=== block 1 ===
[config.mk]
export PLATFORM = sky130hd
export DESIGN_NAME = conv1d_mac_pipeline
export DESIGN_NICKNAME = d
export VERILOG_FILES = /design/src/rtl/conv1d_mac_pipeline.sv
export SDC_FILE = /design/constraint.sdc
export NUM_CORES = 1
export LEC_CHECK = 0
export CAP_MARGIN = 30
export CORE_MARGIN = 8
export CORE_UTILIZATION = 45
export CTS_CLUSTER_DIAMETER = 80
export DETAILED_ROUTE_END_ITERATION = 6
export PLACE_DENSITY = 0.66
export SLEW_MARGIN = 20
export SYNTH_ARGS = -nofsm -noshare
export SYNTH_HDL_FRONTEND = slang
export SYNTH_SLANG_ARGS = --single-unit
[constraint.sdc]
create_clock -name clk -period 3.9 [get_ports clk]
set_input_delay 0.975 -clock clk [delete_from_list [all_inputs] [get_ports clk]]
set_output_delay 0.975 -clock clk [all_outputs]
set_load 0.01 [all_outputs]
[src/rtl/conv1d_mac_pipeline.sv]
// conv1d_mac_pipeline: 4-stage signed MAC over Weight_Nums taps per output, emitting Output_Nums addressed results
module conv1d_mac_pipeline #(
    parameter int Data_Width_In     = 8,
    parameter int Data_Width_Out    = 2 * Data_Width_In,
    parameter int Weight_Nums       = 3,
    parameter int Output_Nums       = 16,
    parameter int Output_Addr_Width = 4,
    parameter int Tap_Cnt_Width     = 2
) (
    input  logic                         clk,
    input  logic                         Reset,
    input  logic                         Start,
    input  logic                         Abort,
    input  logic                         In_Valid,
    output logic                         In_Ready,
    input  logic [Data_Width_In-1:0]     Weight_Data_Read,
    input  logic [Data_Width_In-1:0]     Input_Data_Read,
    output logic [Data_Width_Out-1:0]    Output_Data_Write,
    output logic [Output_Addr_Width-1:0] Output_Addr_Write,
    output logic                         Out_Valid,
    input  logic                         Out_Ready,
    output logic                         Busy,
    output logic                         Done
);
    localparam int Pairs          = Weight_Nums * Output_Nums;
    localparam int Pair_Cnt_Width = $clog2(Pairs + 1);
    localparam int Ext            = Data_Width_Out - Data_Width_In;

    typedef enum logic [1:0] {IDLE, RUN, DRAIN, DONE} state_t;

    state_t state_q, state_d;
    logic [Tap_Cnt_Width-1:0]     tap_q, tap_d;
    logic [Pair_Cnt_Width-1:0]    pair_q, pair_d;
    logic [Output_Addr_Width-1:0] addr_q, addr_d;

    logic                      s1_v_q, s1_first_q, s1_last_q;
    logic [Data_Width_In-1:0]  s1_w_q, s1_x_q;
    logic                      s2_v_q, s2_first_q, s2_last_q;
    logic [Data_Width_Out-1:0] s2_prod_q;
    logic                      s3_v_q, s3_last_q;
    logic [Data_Width_Out-1:0] acc_q;
    logic                      out_v_q;
    logic [Data_Width_Out-1:0] out_data_q;

    logic en, accept, handshake, start_run, tap_last, last_pair, last_out;
    logic [Data_Width_Out-1:0] w_ext, x_ext, prod;

    assign en        = !out_v_q | Out_Ready;
    assign handshake = out_v_q & Out_Ready;
    assign accept    = (state_q == RUN) & In_Valid & en;
    assign start_run = (state_q == IDLE) & Start;
    assign tap_last  = tap_q == Tap_Cnt_Width'(Weight_Nums - 1);
    assign last_pair = pair_q == Pair_Cnt_Width'(Pairs - 1);
    assign last_out  = handshake & (addr_q == Output_Addr_Width'(Output_Nums - 1));

    // Sign-extending both operands first makes the low Data_Width_Out bits of an unsigned multiply the signed product
    assign w_ext = {{Ext{s1_w_q[Data_Width_In-1]}}, s1_w_q};
    assign x_ext = {{Ext{s1_x_q[Data_Width_In-1]}}, s1_x_q};
    assign prod  = w_ext * x_ext;

    assign In_Ready          = (state_q == RUN) & en;
    assign Out_Valid         = out_v_q;
    assign Output_Data_Write = out_data_q;
    assign Output_Addr_Write = addr_q;
    assign Busy              = (state_q == RUN) | (state_q == DRAIN);
    assign Done              = state_q == DONE;

    // Run sequencing: Abort overrides every transition
    always_comb begin
        state_d = state_q;
        case (state_q)
            IDLE:    if (Start) state_d = RUN;
            RUN:     if (accept && last_pair) state_d = DRAIN;
            DRAIN:   if (last_out) state_d = DONE;
            DONE:    state_d = IDLE;
            default: state_d = IDLE;
        endcase
        if (Abort) state_d = IDLE;
    end

    // Tap/pair counters advance per accepted pair; address advances per result handshake
    always_comb begin
        tap_d  = (Abort | start_run) ? '0 : accept ? (tap_last ? '0 : tap_q + Tap_Cnt_Width'(1)) : tap_q;
        pair_d = (Abort | start_run) ? '0 : accept ? pair_q + Pair_Cnt_Width'(1) : pair_q;
        addr_d = (Abort | start_run) ? '0 : handshake ? addr_q + Output_Addr_Width'(1) : addr_q;
    end

    // Control state and counters
    always_ff @(posedge clk or negedge Reset) begin
        if (!Reset) begin
            state_q <= IDLE;
            tap_q   <= '0;
            pair_q  <= '0;
            addr_q  <= '0;
        end else begin
            state_q <= state_d;
            tap_q   <= tap_d;
            pair_q  <= pair_d;
            addr_q  <= addr_d;
        end
    end

    // Datapath: every stage holds while the output register is full and not being taken
    always_ff @(posedge clk or negedge Reset) begin
        if (!Reset) begin
            s1_v_q     <= 1'b0;
            s1_first_q <= 1'b0;
            s1_last_q  <= 1'b0;
            s1_w_q     <= '0;
            s1_x_q     <= '0;
            s2_v_q     <= 1'b0;
            s2_first_q <= 1'b0;
            s2_last_q  <= 1'b0;
            s2_prod_q  <= '0;
            s3_v_q     <= 1'b0;
            s3_last_q  <= 1'b0;
            acc_q      <= '0;
            out_v_q    <= 1'b0;
            out_data_q <= '0;
        end else if (Abort) begin
            s1_v_q    <= 1'b0;
            s2_v_q    <= 1'b0;
            s3_v_q    <= 1'b0;
            s3_last_q <= 1'b0;
            acc_q     <= '0;
            out_v_q   <= 1'b0;
        end else if (en) begin
            s1_v_q     <= accept;
            s1_first_q <= tap_q == '0;
            s1_last_q  <= tap_last;
            s1_w_q     <= Weight_Data_Read;
            s1_x_q     <= Input_Data_Read;
            s2_v_q     <= s1_v_q;
            s2_first_q <= s1_first_q;
            s2_last_q  <= s1_last_q;
            s2_prod_q  <= prod;
            s3_v_q     <= s2_v_q;
            s3_last_q  <= s2_v_q & s2_last_q;
            if (s2_v_q) acc_q <= s2_first_q ? s2_prod_q : acc_q + s2_prod_q;
            out_v_q    <= s3_v_q & s3_last_q;
            if (s3_v_q && s3_last_q) out_data_q <= acc_q;
        end
    end
endmodule

=== block 2 ===
[src/rtl/mdu_seq_if.sv]
// Request/response bundle between the execute stage and the sequential RV32M unit.
// The slave modport is the unit side; master is the pipeline side.
interface mdu_seq_if #(
    parameter int XLEN = 32
);
    // Handshake rule: a transfer happens on a rising edge where valid and ready are both
    // high; valid never waits for ready, and payload is stable while valid is high.
    logic            req_valid;
    logic            req_ready;
    logic [2:0]      req_funct;
    logic [XLEN-1:0] req_a;
    logic [XLEN-1:0] req_b;
    logic [4:0]      req_rd;
    logic            resp_valid;
    logic            resp_ready;
    logic [XLEN-1:0] resp_result;
    logic [4:0]      resp_rd;
    logic            kill;
    logic            busy;

    modport slave (
        input  req_valid, req_funct, req_a, req_b, req_rd, resp_ready, kill,
        output req_ready, resp_valid, resp_result, resp_rd, busy
    );

    modport master (
        output req_valid, req_funct, req_a, req_b, req_rd, resp_ready, kill,
        input  req_ready, resp_valid, resp_result, resp_rd, busy
    );
endinterface

[src/rtl/mdu_seq.sv]
// Sequential RV32M multiply/divide unit: one radix-2 step per cycle, IDLE/BUSY/DONE FSM.
// Optional MDU_FAST_SPECIAL_EN finishes zero-divisor, signed-overflow and zero-multiply ops at accept.
module mdu_seq #(
    parameter int XLEN = 32
) (
    input  logic                      clk,
    input  logic                      reset,
    mdu_seq_if.slave                  bus,
    output logic [1:0]                o_dbg_state,
    output logic [$clog2(XLEN)-1:0]   o_dbg_count
);
    localparam int CW = $clog2(XLEN);
    localparam logic [XLEN-1:0] ONES = '1;
    localparam logic [XLEN-1:0] MIN  = {1'b1, {(XLEN-1){1'b0}}};

    typedef enum logic [1:0] {
        S_IDLE = 2'd0,
        S_BUSY = 2'd1,
        S_DONE = 2'd2
    } state_t;

    state_t              r_state;
    state_t              w_next;
    logic [CW-1:0]       r_count;
    logic [2:0]          r_funct;
    logic [4:0]          r_rd;
    logic [XLEN-1:0]     r_b;
    logic [2*XLEN-1:0]   r_acc;
    logic                r_neg_q;
    logic                r_neg_r;
    logic [XLEN-1:0]     r_result;

    logic                w_accept;
    logic                w_last;
    logic                w_a_signed;
    logic                w_b_signed;
    logic                w_a_neg;
    logic                w_b_neg;
    logic [XLEN-1:0]     w_a_mag;
    logic [XLEN-1:0]     w_b_mag;
    logic                w_b_zero;
    logic                w_fast;
    logic [XLEN-1:0]     w_fast_res;

    assign w_accept   = (r_state == S_IDLE) && bus.req_valid && !bus.kill;
    assign w_last     = (r_count == CW'(XLEN - 1));
    assign w_a_signed = (bus.req_funct == 3'd1) || (bus.req_funct == 3'd2) ||
                        (bus.req_funct == 3'd4) || (bus.req_funct == 3'd6);
    assign w_b_signed = (bus.req_funct == 3'd1) || (bus.req_funct == 3'd4) ||
                        (bus.req_funct == 3'd6);
    assign w_a_neg    = w_a_signed && bus.req_a[XLEN-1];
    assign w_b_neg    = w_b_signed && bus.req_b[XLEN-1];
    assign w_a_mag    = w_a_neg ? (ONES - bus.req_a + 1'b1) : bus.req_a;
    assign w_b_mag    = w_b_neg ? (ONES - bus.req_b + 1'b1) : bus.req_b;
    assign w_b_zero   = (bus.req_b == '0);

`ifdef MDU_FAST_SPECIAL_EN
    logic w_divz;
    logic w_ovf;
    logic w_mulz;

    assign w_divz = bus.req_funct[2] && w_b_zero;
    assign w_ovf  = ((bus.req_funct == 3'd4) || (bus.req_funct == 3'd6)) &&
                    (bus.req_a == MIN) && (bus.req_b == ONES);
    assign w_mulz = !bus.req_funct[2] && ((bus.req_a == '0) || w_b_zero);
    assign w_fast = w_divz || w_ovf || w_mulz;

    always_comb begin
        w_fast_res = '0;
        if (w_divz) begin
            w_fast_res = bus.req_funct[1] ? bus.req_a : ONES;
        end else if (w_ovf) begin
            w_fast_res = bus.req_funct[1] ? '0 : MIN;
        end
    end
`else
    assign w_fast     = 1'b0;
    assign w_fast_res = '0;
`endif

    // Multiply: right-shifting shift-add, multiplier occupies the low half of the accumulator.
    logic [XLEN:0]       w_mul_sum;
    logic [2*XLEN-1:0]   w_mul_next;
    assign w_mul_sum  = {1'b0, r_acc[2*XLEN-1:XLEN]} + (r_acc[0] ? {1'b0, r_b} : '0);
    assign w_mul_next = {w_mul_sum, r_acc[XLEN-1:1]};

    // Divide: restoring; high half is the partial remainder, quotient bits shift into the low half.
    logic [XLEN:0]       w_rem_sh;
    logic [XLEN:0]       w_diff;
    logic [2*XLEN-1:0]   w_div_next;
    assign w_rem_sh   = r_acc[2*XLEN-1:XLEN-1];
    assign w_diff     = w_rem_sh - {1'b0, r_b};
    assign w_div_next = w_diff[XLEN] ? {w_rem_sh[XLEN-1:0], r_acc[XLEN-2:0], 1'b0}
                                     : {w_diff[XLEN-1:0], r_acc[XLEN-2:0], 1'b1};

    logic [2*XLEN-1:0]   w_acc_next;
    logic [2*XLEN-1:0]   w_prod_fix;
    logic [XLEN-1:0]     w_quo;
    logic [XLEN-1:0]     w_rem;
    logic [XLEN-1:0]     w_final;

    assign w_acc_next = r_funct[2] ? w_div_next : w_mul_next;
    assign w_prod_fix = r_neg_q ? ('0 - w_acc_next) : w_acc_next;
    assign w_quo      = r_neg_q ? ('0 - w_acc_next[XLEN-1:0]) : w_acc_next[XLEN-1:0];
    assign w_rem      = r_neg_r ? ('0 - w_acc_next[2*XLEN-1:XLEN]) : w_acc_next[2*XLEN-1:XLEN];

    always_comb begin
        w_final = '0;
        case (r_funct)
            3'd0:                w_final = w_prod_fix[XLEN-1:0];
            3'd1, 3'd2, 3'd3:    w_final = w_prod_fix[2*XLEN-1:XLEN];
            3'd4, 3'd5:          w_final = w_quo;
            default:             w_final = w_rem;
        endcase
    end

    always_comb begin
        w_next = r_state;
        case (r_state)
            S_IDLE:  if (w_accept) w_next = w_fast ? S_DONE : S_BUSY;
            S_BUSY:  if (w_last) w_next = S_DONE;
            S_DONE:  if (bus.resp_ready) w_next = S_IDLE;
            default: w_next = S_IDLE;
        endcase
        if (bus.kill) begin
            w_next = S_IDLE;
        end
    end

    always_ff @(posedge clk) begin
        if (reset) begin
            r_state  <= S_IDLE;
            r_count  <= '0;
            r_funct  <= '0;
            r_rd     <= '0;
            r_b      <= '0;
            r_acc    <= '0;
            r_neg_q  <= 1'b0;
            r_neg_r  <= 1'b0;
            r_result <= '0;
        end else begin
            r_state <= w_next;
            if (w_accept) begin
                r_funct <= bus.req_funct;
                r_rd    <= bus.req_rd;
                r_b     <= w_b_mag;
                r_acc   <= {{XLEN{1'b0}}, w_a_mag};
                // A zero divisor keeps the quotient at all-ones and the remainder at the dividend.
                r_neg_q <= (w_a_neg ^ w_b_neg) && !(bus.req_funct[2] && w_b_zero);
                r_neg_r <= w_a_neg;
                r_count <= '0;
                if (w_fast) begin
                    r_result <= w_fast_res;
                end
            end else if ((r_state == S_BUSY) && !bus.kill) begin
                r_acc   <= w_acc_next;
                r_count <= r_count + 1'b1;
                if (w_last) begin
                    r_result <= w_final;
                end
            end else if (bus.kill) begin
                r_count <= '0;
            end
        end
    end

    assign bus.req_ready   = (r_state == S_IDLE);
    assign bus.resp_valid  = (r_state == S_DONE);
    assign bus.busy        = (r_state == S_BUSY) || (r_state == S_DONE);
    assign bus.resp_result = r_result;
    assign bus.resp_rd     = r_rd;
    assign o_dbg_state     = r_state;
    assign o_dbg_count     = r_count;
endmodule

[src/flat_wrapper.sv]
// flat-port wrapper written by rule: the top's interface ports become plain ports
module mdu_seq_flat 
#(
    parameter int XLEN = 32
)
  (clk, reset, o_dbg_state, o_dbg_count, bus_req_valid, bus_req_funct, bus_req_a, bus_req_b, bus_req_rd, bus_resp_ready, bus_kill, bus_req_ready, bus_resp_valid, bus_resp_result, bus_resp_rd, bus_busy);
  mdu_seq_if #(.XLEN(XLEN)) bus_i ();
  input  logic clk;
  input  logic reset;
  output logic [1:0] o_dbg_state;
  output logic [$clog2(XLEN)-1:0] o_dbg_count;
  input wire logic [$bits(bus_i.req_valid)-1:0] bus_req_valid;
  input wire logic [$bits(bus_i.req_funct)-1:0] bus_req_funct;
  input wire logic [$bits(bus_i.req_a)-1:0] bus_req_a;
  input wire logic [$bits(bus_i.req_b)-1:0] bus_req_b;
  input wire logic [$bits(bus_i.req_rd)-1:0] bus_req_rd;
  input wire logic [$bits(bus_i.resp_ready)-1:0] bus_resp_ready;
  input wire logic [$bits(bus_i.kill)-1:0] bus_kill;
  output wire logic [$bits(bus_i.req_ready)-1:0] bus_req_ready;
  output wire logic [$bits(bus_i.resp_valid)-1:0] bus_resp_valid;
  output wire logic [$bits(bus_i.resp_result)-1:0] bus_resp_result;
  output wire logic [$bits(bus_i.resp_rd)-1:0] bus_resp_rd;
  output wire logic [$bits(bus_i.busy)-1:0] bus_busy;
  assign bus_i.req_valid = bus_req_valid;
  assign bus_i.req_funct = bus_req_funct;
  assign bus_i.req_a = bus_req_a;
  assign bus_i.req_b = bus_req_b;
  assign bus_i.req_rd = bus_req_rd;
  assign bus_i.resp_ready = bus_resp_ready;
  assign bus_i.kill = bus_kill;
  assign bus_req_ready = bus_i.req_ready;
  assign bus_resp_valid = bus_i.resp_valid;
  assign bus_resp_result = bus_i.resp_result;
  assign bus_resp_rd = bus_i.resp_rd;
  assign bus_busy = bus_i.busy;
  mdu_seq #(.XLEN(XLEN)) u_core (.clk(clk), .reset(reset), .bus(bus_i), .o_dbg_state(o_dbg_state), .o_dbg_count(o_dbg_count));
endmodule
[config.mk]
export PLATFORM = sky130hd
export DESIGN_NAME = mdu_seq_flat
export DESIGN_NICKNAME = d
export VERILOG_FILES = /design/src/rtl/mdu_seq_if.sv /design/src/rtl/mdu_seq.sv /design/src/flat_wrapper.sv
export SDC_FILE = /design/constraint.sdc
export NUM_CORES = 1
export LEC_CHECK = 0
export CAP_MARGIN = 20
export CORE_ASPECT_RATIO = 0.5
export CORE_MARGIN = 10
export CORE_UTILIZATION = 55
export CTS_BUF_LIST = sky130_fd_sc_hd__clkbuf_4 sky130_fd_sc_hd__clkbuf_8
export DETAILED_ROUTE_END_ITERATION = 12
export HOLD_SLACK_MARGIN = 0.02
export PLACE_DENSITY_LB_ADDON = 0.08
export SLEW_MARGIN = 5
export SYNTH_ARGS = -nofsm -noshare
export SYNTH_HDL_FRONTEND = slang
export SYNTH_SLANG_ARGS = --single-unit
[constraint.sdc]
create_clock -name clk -period 13.2 [get_ports clk]
set_clock_uncertainty 0.2 [all_clocks]
set_input_delay 3.3 -clock clk [delete_from_list [all_inputs] [get_ports clk]]
set_output_delay 3.3 -clock clk [all_outputs]
set_load 0.1 [all_outputs]

==> gallery <==
Routed clock nets over the placement.
shot_01.png
Drawn at 4 px/µm.
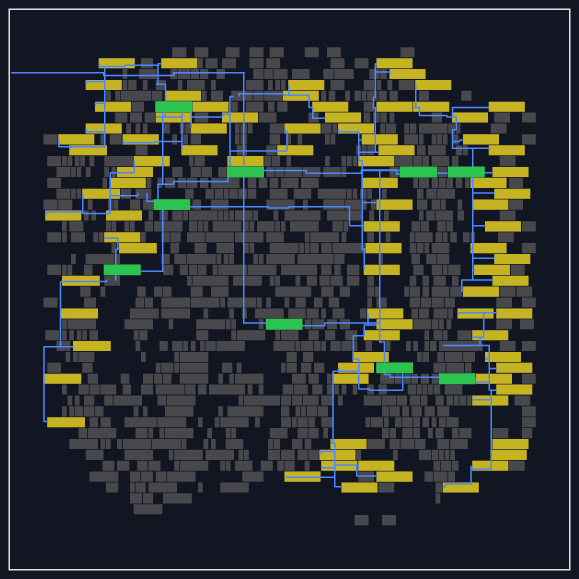
shot_02.png
Drawn at 3 px/µm.
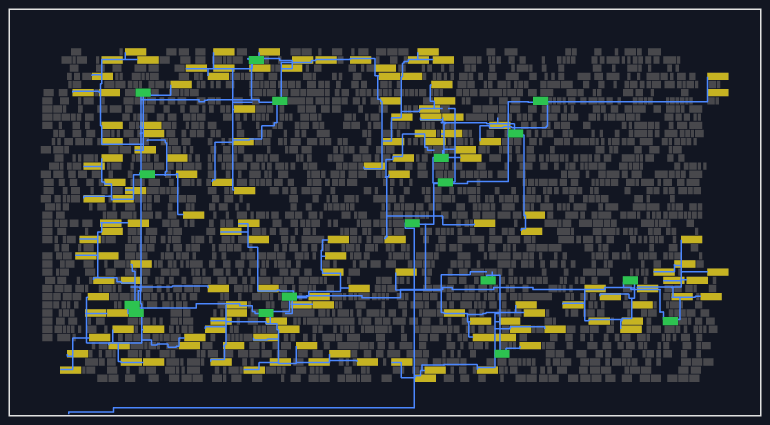
For block 1, see shot_01.png.
For block 2, see shot_02.png.
Of these, most sequential cells: shot_02.png
Of these, largest die: shot_02.png

Key to shot_02.png:
flip-flops: marked yellow, count 145. clock wires: marked blue, length 2,350 µm. clock drivers: marked green, count 17.
There are 18 routed clock nets. Position of the flops: all over the die.

Fig. 1: block 1, PDN straps and rails
Drawn at 3 px/µm. Pins as bars on the die edge.
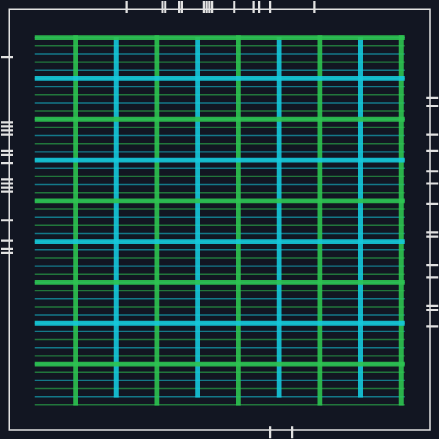
VDD: marked cyan. VSS: marked green.
46 met1 rails follow the rows. 9 straps on met5.
core box area: 15,100 µm²
chip width: 140 µm
Die Height: 140 µm

==> results.cfg, block 1 <==
; flow metrics
[grt]
global_route.usage.met2_pct = 27.5

[cells_and_area]
antenna_cells = 0
drive_gt1_share_pct = 18.0
num-multi-input-gates = 545
post-route-util_pct = 56.4

[detailed_routing]
wl_met2_mm = 7.43
wl_met1_mm = 6.88

[setup_path]
crit_end = s2_prod_q[15]

[flow_run]
cap_viol_max_count = 0

[clocking]
clk_pin_slew_worst_paths_ns = 0.07

[placed_design]
dp_cells = 1012

[final_timing]
worst_slack_ns = -0.320
setup_viol = 7
whs_ns = 0.474

[pwr]
power_clock_mw = 0.882

[run_status]
violations = setup timing
outcome = complete, but fails checks
Fig. 2: block 2, PDN straps and rails
Drawn at 2 px/µm. Pins as bars on the die edge.
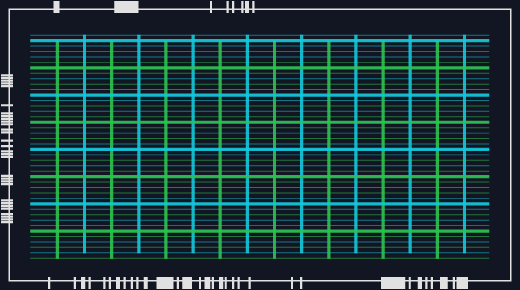
VDD: marked cyan. VSS: marked green.
124 signal pins sit on the boundary. 16 straps on met4. 42 met1 rails follow the rows. 8 straps on met5. The core has 41 rows.

Fig. 3: block 2, placement by cell class
Drawn at 1.5 px/µm. Fill, decap, tap and diode cells in grey.
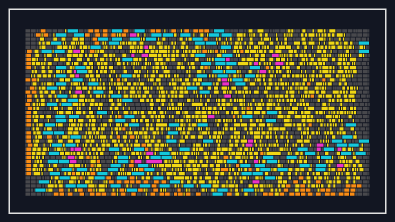
sequential cells: marked cyan, cells 145. remaining buffers and delay cells: marked orange, cells 150. clock drivers and dummy loads: marked magenta, cells 32. combinational and other logic: marked yellow, cells 1,755.
final core occ: 63.8%
register share of the cell area: 17.8%

==> results.cfg, block 2 <==
; flow metrics
[floorplan]
core_um2 = 25600
die_height_um = 135

[detailed_routing]
wl_met2_mm = 20.7

[flow_run]
warning_count = 28
cap_viol_max_count = 0

[logic_synthesis]
edf_count = 0
ys_warn_count = 0
synth.mux.area_fraction_pct = 4.80
ys_area_um2 = 14500

[pwr]
power-top-group = combinational cells
power_frac_clock_pct = 28.2
pwr-share-seq_pct = 35.8

[clocking]
h-tree-depth = 4
cts_root_buf = clkbuf_8
cts_tree = built
clk_pin_slew_worst_paths_ns = 0.10

[run_status]
outcome = finished clean

[setup_path]
endpoint_kind = register
slowest_stage = or4_1
critPathBufInv = 1

[final_timing]
worst_slack_ns = 6.43
setup_viol = 0
post-route-min-period_ns = 6.77

[cells_and_area]
flop_area_um2 = 2910
clock_cell_area_share_pct = 2.43
n_all_buffers = 150

[grt]
grt_util_met3_pct = 6.67

[placed_design]
dp_hpwl_mm = 38.4
dp_slack_ns = 5.88

=== block 3 ===
Fig. 4: block 3, cell placement
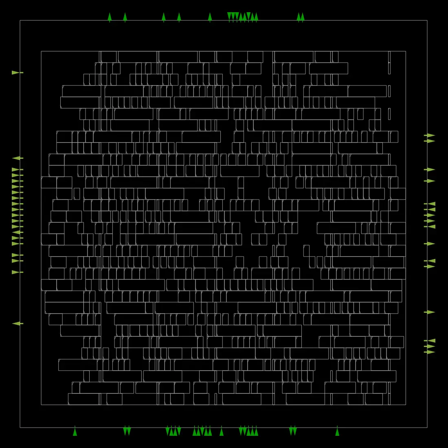
`src/rtl/bit_reorder_pipe.sv`:
```
// Multi-channel bit/byte/channel reorder stage feeding a 2-entry skid buffer.
// Optional output-transfer counter is enabled with `define BIT_REORDER_COUNT_EN.
module bit_reorder_pipe #(
  parameter int unsigned WIDTH    = 16,
  parameter int unsigned CHANNELS = 2
) (
  input  logic                      clk,
  input  logic                      rst_n,
  input  logic                      in_valid,
  output logic                      in_ready,
  input  logic [1:0]                in_mode,
  input  logic [CHANNELS*WIDTH-1:0] in_data,
  output logic                      out_valid,
  input  logic                      out_ready,
`ifdef BIT_REORDER_COUNT_EN
  output logic [CHANNELS*WIDTH-1:0] out_data,
  output logic [15:0]               xfer_count
`else
  output logic [CHANNELS*WIDTH-1:0] out_data
`endif
);

  localparam int unsigned DataW  = CHANNELS * WIDTH;
  localparam int unsigned NBytes = WIDTH / 8;
  localparam bit          ByteOk = (WIDTH % 8) == 0;

  logic [DataW-1:0] reord;
  logic [DataW-1:0] mem_q [2];
  logic [1:0]       cnt_q, cnt_d;
  logic             rd_ptr_q, rd_ptr_d;
  logic             wr_ptr;
  logic             push, pop;

  always_comb begin
    reord = in_data;
    case (in_mode)
      2'd0: reord = in_data;
      2'd1: begin
        for (int unsigned c = 0; c < CHANNELS; c++) begin
          for (int unsigned k = 0; k < WIDTH; k++) begin
            reord[c*WIDTH + WIDTH-1-k] = in_data[c*WIDTH + k];
          end
        end
      end
      2'd2: begin
        // Widths that are not a whole number of bytes fall back to bit reversal.
        for (int unsigned c = 0; c < CHANNELS; c++) begin
          if (ByteOk) begin
            for (int unsigned b = 0; b < NBytes; b++) begin
              reord[c*WIDTH + (NBytes-1-b)*8 +: 8] = in_data[c*WIDTH + b*8 +: 8];
            end
          end else begin
            for (int unsigned k = 0; k < WIDTH; k++) begin
              reord[c*WIDTH + WIDTH-1-k] = in_data[c*WIDTH + k];
            end
          end
        end
      end
      2'd3: begin
        for (int unsigned c = 0; c < CHANNELS; c++) begin
          reord[c*WIDTH +: WIDTH] = in_data[(CHANNELS-1-c)*WIDTH +: WIDTH];
        end
      end
    endcase
  end

  assign in_ready  = (cnt_q != 2'd2);
  assign out_valid = (cnt_q != 2'd0);
  assign out_data  = mem_q[rd_ptr_q];
  assign push      = in_valid & in_ready;
  assign pop       = out_valid & out_ready;
  // Write slot is the one after the head when occupied, the head itself when empty.
  assign wr_ptr    = rd_ptr_q ^ cnt_q[0];

  always_comb begin
    cnt_d    = cnt_q;
    rd_ptr_d = rd_ptr_q;
    case ({push, pop})
      2'b10:   cnt_d = cnt_q + 2'd1;
      2'b01:   cnt_d = cnt_q - 2'd1;
      default: cnt_d = cnt_q;
    endcase
    if (pop) begin
      rd_ptr_d = ~rd_ptr_q;
    end
  end

  always_ff @(posedge clk or negedge rst_n) begin
    if (!rst_n) begin
      cnt_q    <= 2'd0;
      rd_ptr_q <= 1'b0;
      mem_q[0] <= '0;
      mem_q[1] <= '0;
    end else begin
      cnt_q    <= cnt_d;
      rd_ptr_q <= rd_ptr_d;
      if (push) begin
        mem_q[wr_ptr] <= reord;
      end
    end
  end

`ifdef BIT_REORDER_COUNT_EN
  logic [15:0] xfer_count_q;

  always_ff @(posedge clk or negedge rst_n) begin
    if (!rst_n) begin
      xfer_count_q <= 16'd0;
    end else if (pop) begin
      xfer_count_q <= xfer_count_q + 16'd1;
    end
  end

  assign xfer_count = xfer_count_q;
`endif

endmodule
```
`config.mk`:
```
export PLATFORM = sky130hd
export DESIGN_NAME = bit_reorder_pipe
export DESIGN_NICKNAME = d
export VERILOG_FILES = /design/src/rtl/bit_reorder_pipe.sv
export SDC_FILE = /design/constraint.sdc
export NUM_CORES = 1
export LEC_CHECK = 0
export ABC_AREA = 1
export CAP_MARGIN = 20
export CORE_MARGIN = 5
export CORE_UTILIZATION = 53
export CTS_CLUSTER_SIZE = 20
export DETAILED_ROUTE_END_ITERATION = 7
export PLACE_DENSITY = 0.84
export SYNTH_ARGS = -nofsm -noshare
export SYNTH_HDL_FRONTEND = slang
export SYNTH_SLANG_ARGS = --single-unit
```
`constraint.sdc`:
```
create_clock -name clk -period 2 [get_ports clk]
set_input_delay 0.4 -clock clk [delete_from_list [all_inputs] [get_ports clk]]
set_output_delay 0.4 -clock clk [all_outputs]
set_load 0.03 [all_outputs]
```
==> results.cfg <==
; flow metrics
[detailed_routing]
highest_layer = met4
drc = 0
first_iter_violations = 260
drt-total-wl_mm = 11.3

[cells_and_area]
comb_area_um2 = 2020
top_register = mem_q
layout_top_cells = nand2_1 (321), nand3_1 (104), dfrtp_1 (67)
areaGrowthSynthToFinish_pct = 22.7
post-route-util_pct = 67.3

[setup_path]
critical_path_depth = 4
timing.rr.end = mem_q[24]
r2r-start = rd_ptr_q
cpPeakStageDelay_ns = 0.40

[final_timing]
relSlewSlack_pct = 59.0
post-route-min-period_ns = 1.94

[floorplan]
pin_count = 72
die_area_um2 = 9430
die_height_um = 97.1

[placed_design]
port_buffers = 71

[pwr]
power-top-group = combinational cells

[logic_synthesis]
edf_count = 0
yosys.cell_count.top_type = nand2_1

[flow_run]
cap_viol_max_count = 0

[run_status]
outcome = finished clean
About Fig. 4:
core box area: 7330 µm²
Tapcell Cnt: 99
Filler cells: 660
Seq cells: 67



## Gallery

Routed metal, one colour a layer.
Plate I
Drawn at 2 px/µm. Only two layers are drawn.
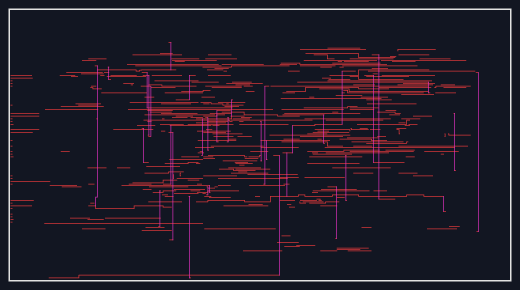
Plate II
Drawn at 4 px/µm. Only two layers are drawn.
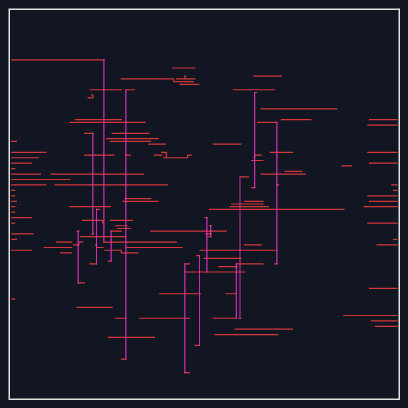
Plate III
Drawn at 3 px/µm. Only two layers are drawn.
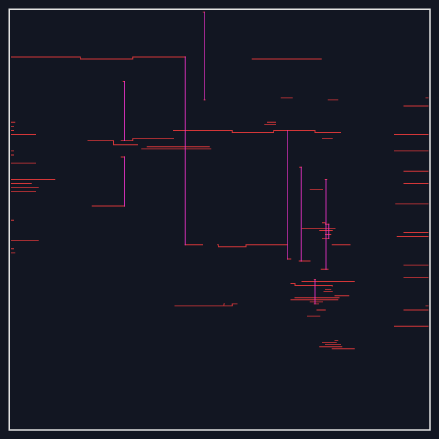
Plate II: block 3
Plate I: block 2
Plate III: block 1

Power figures rest on the tool's default switching activity, not on a simulated workload.
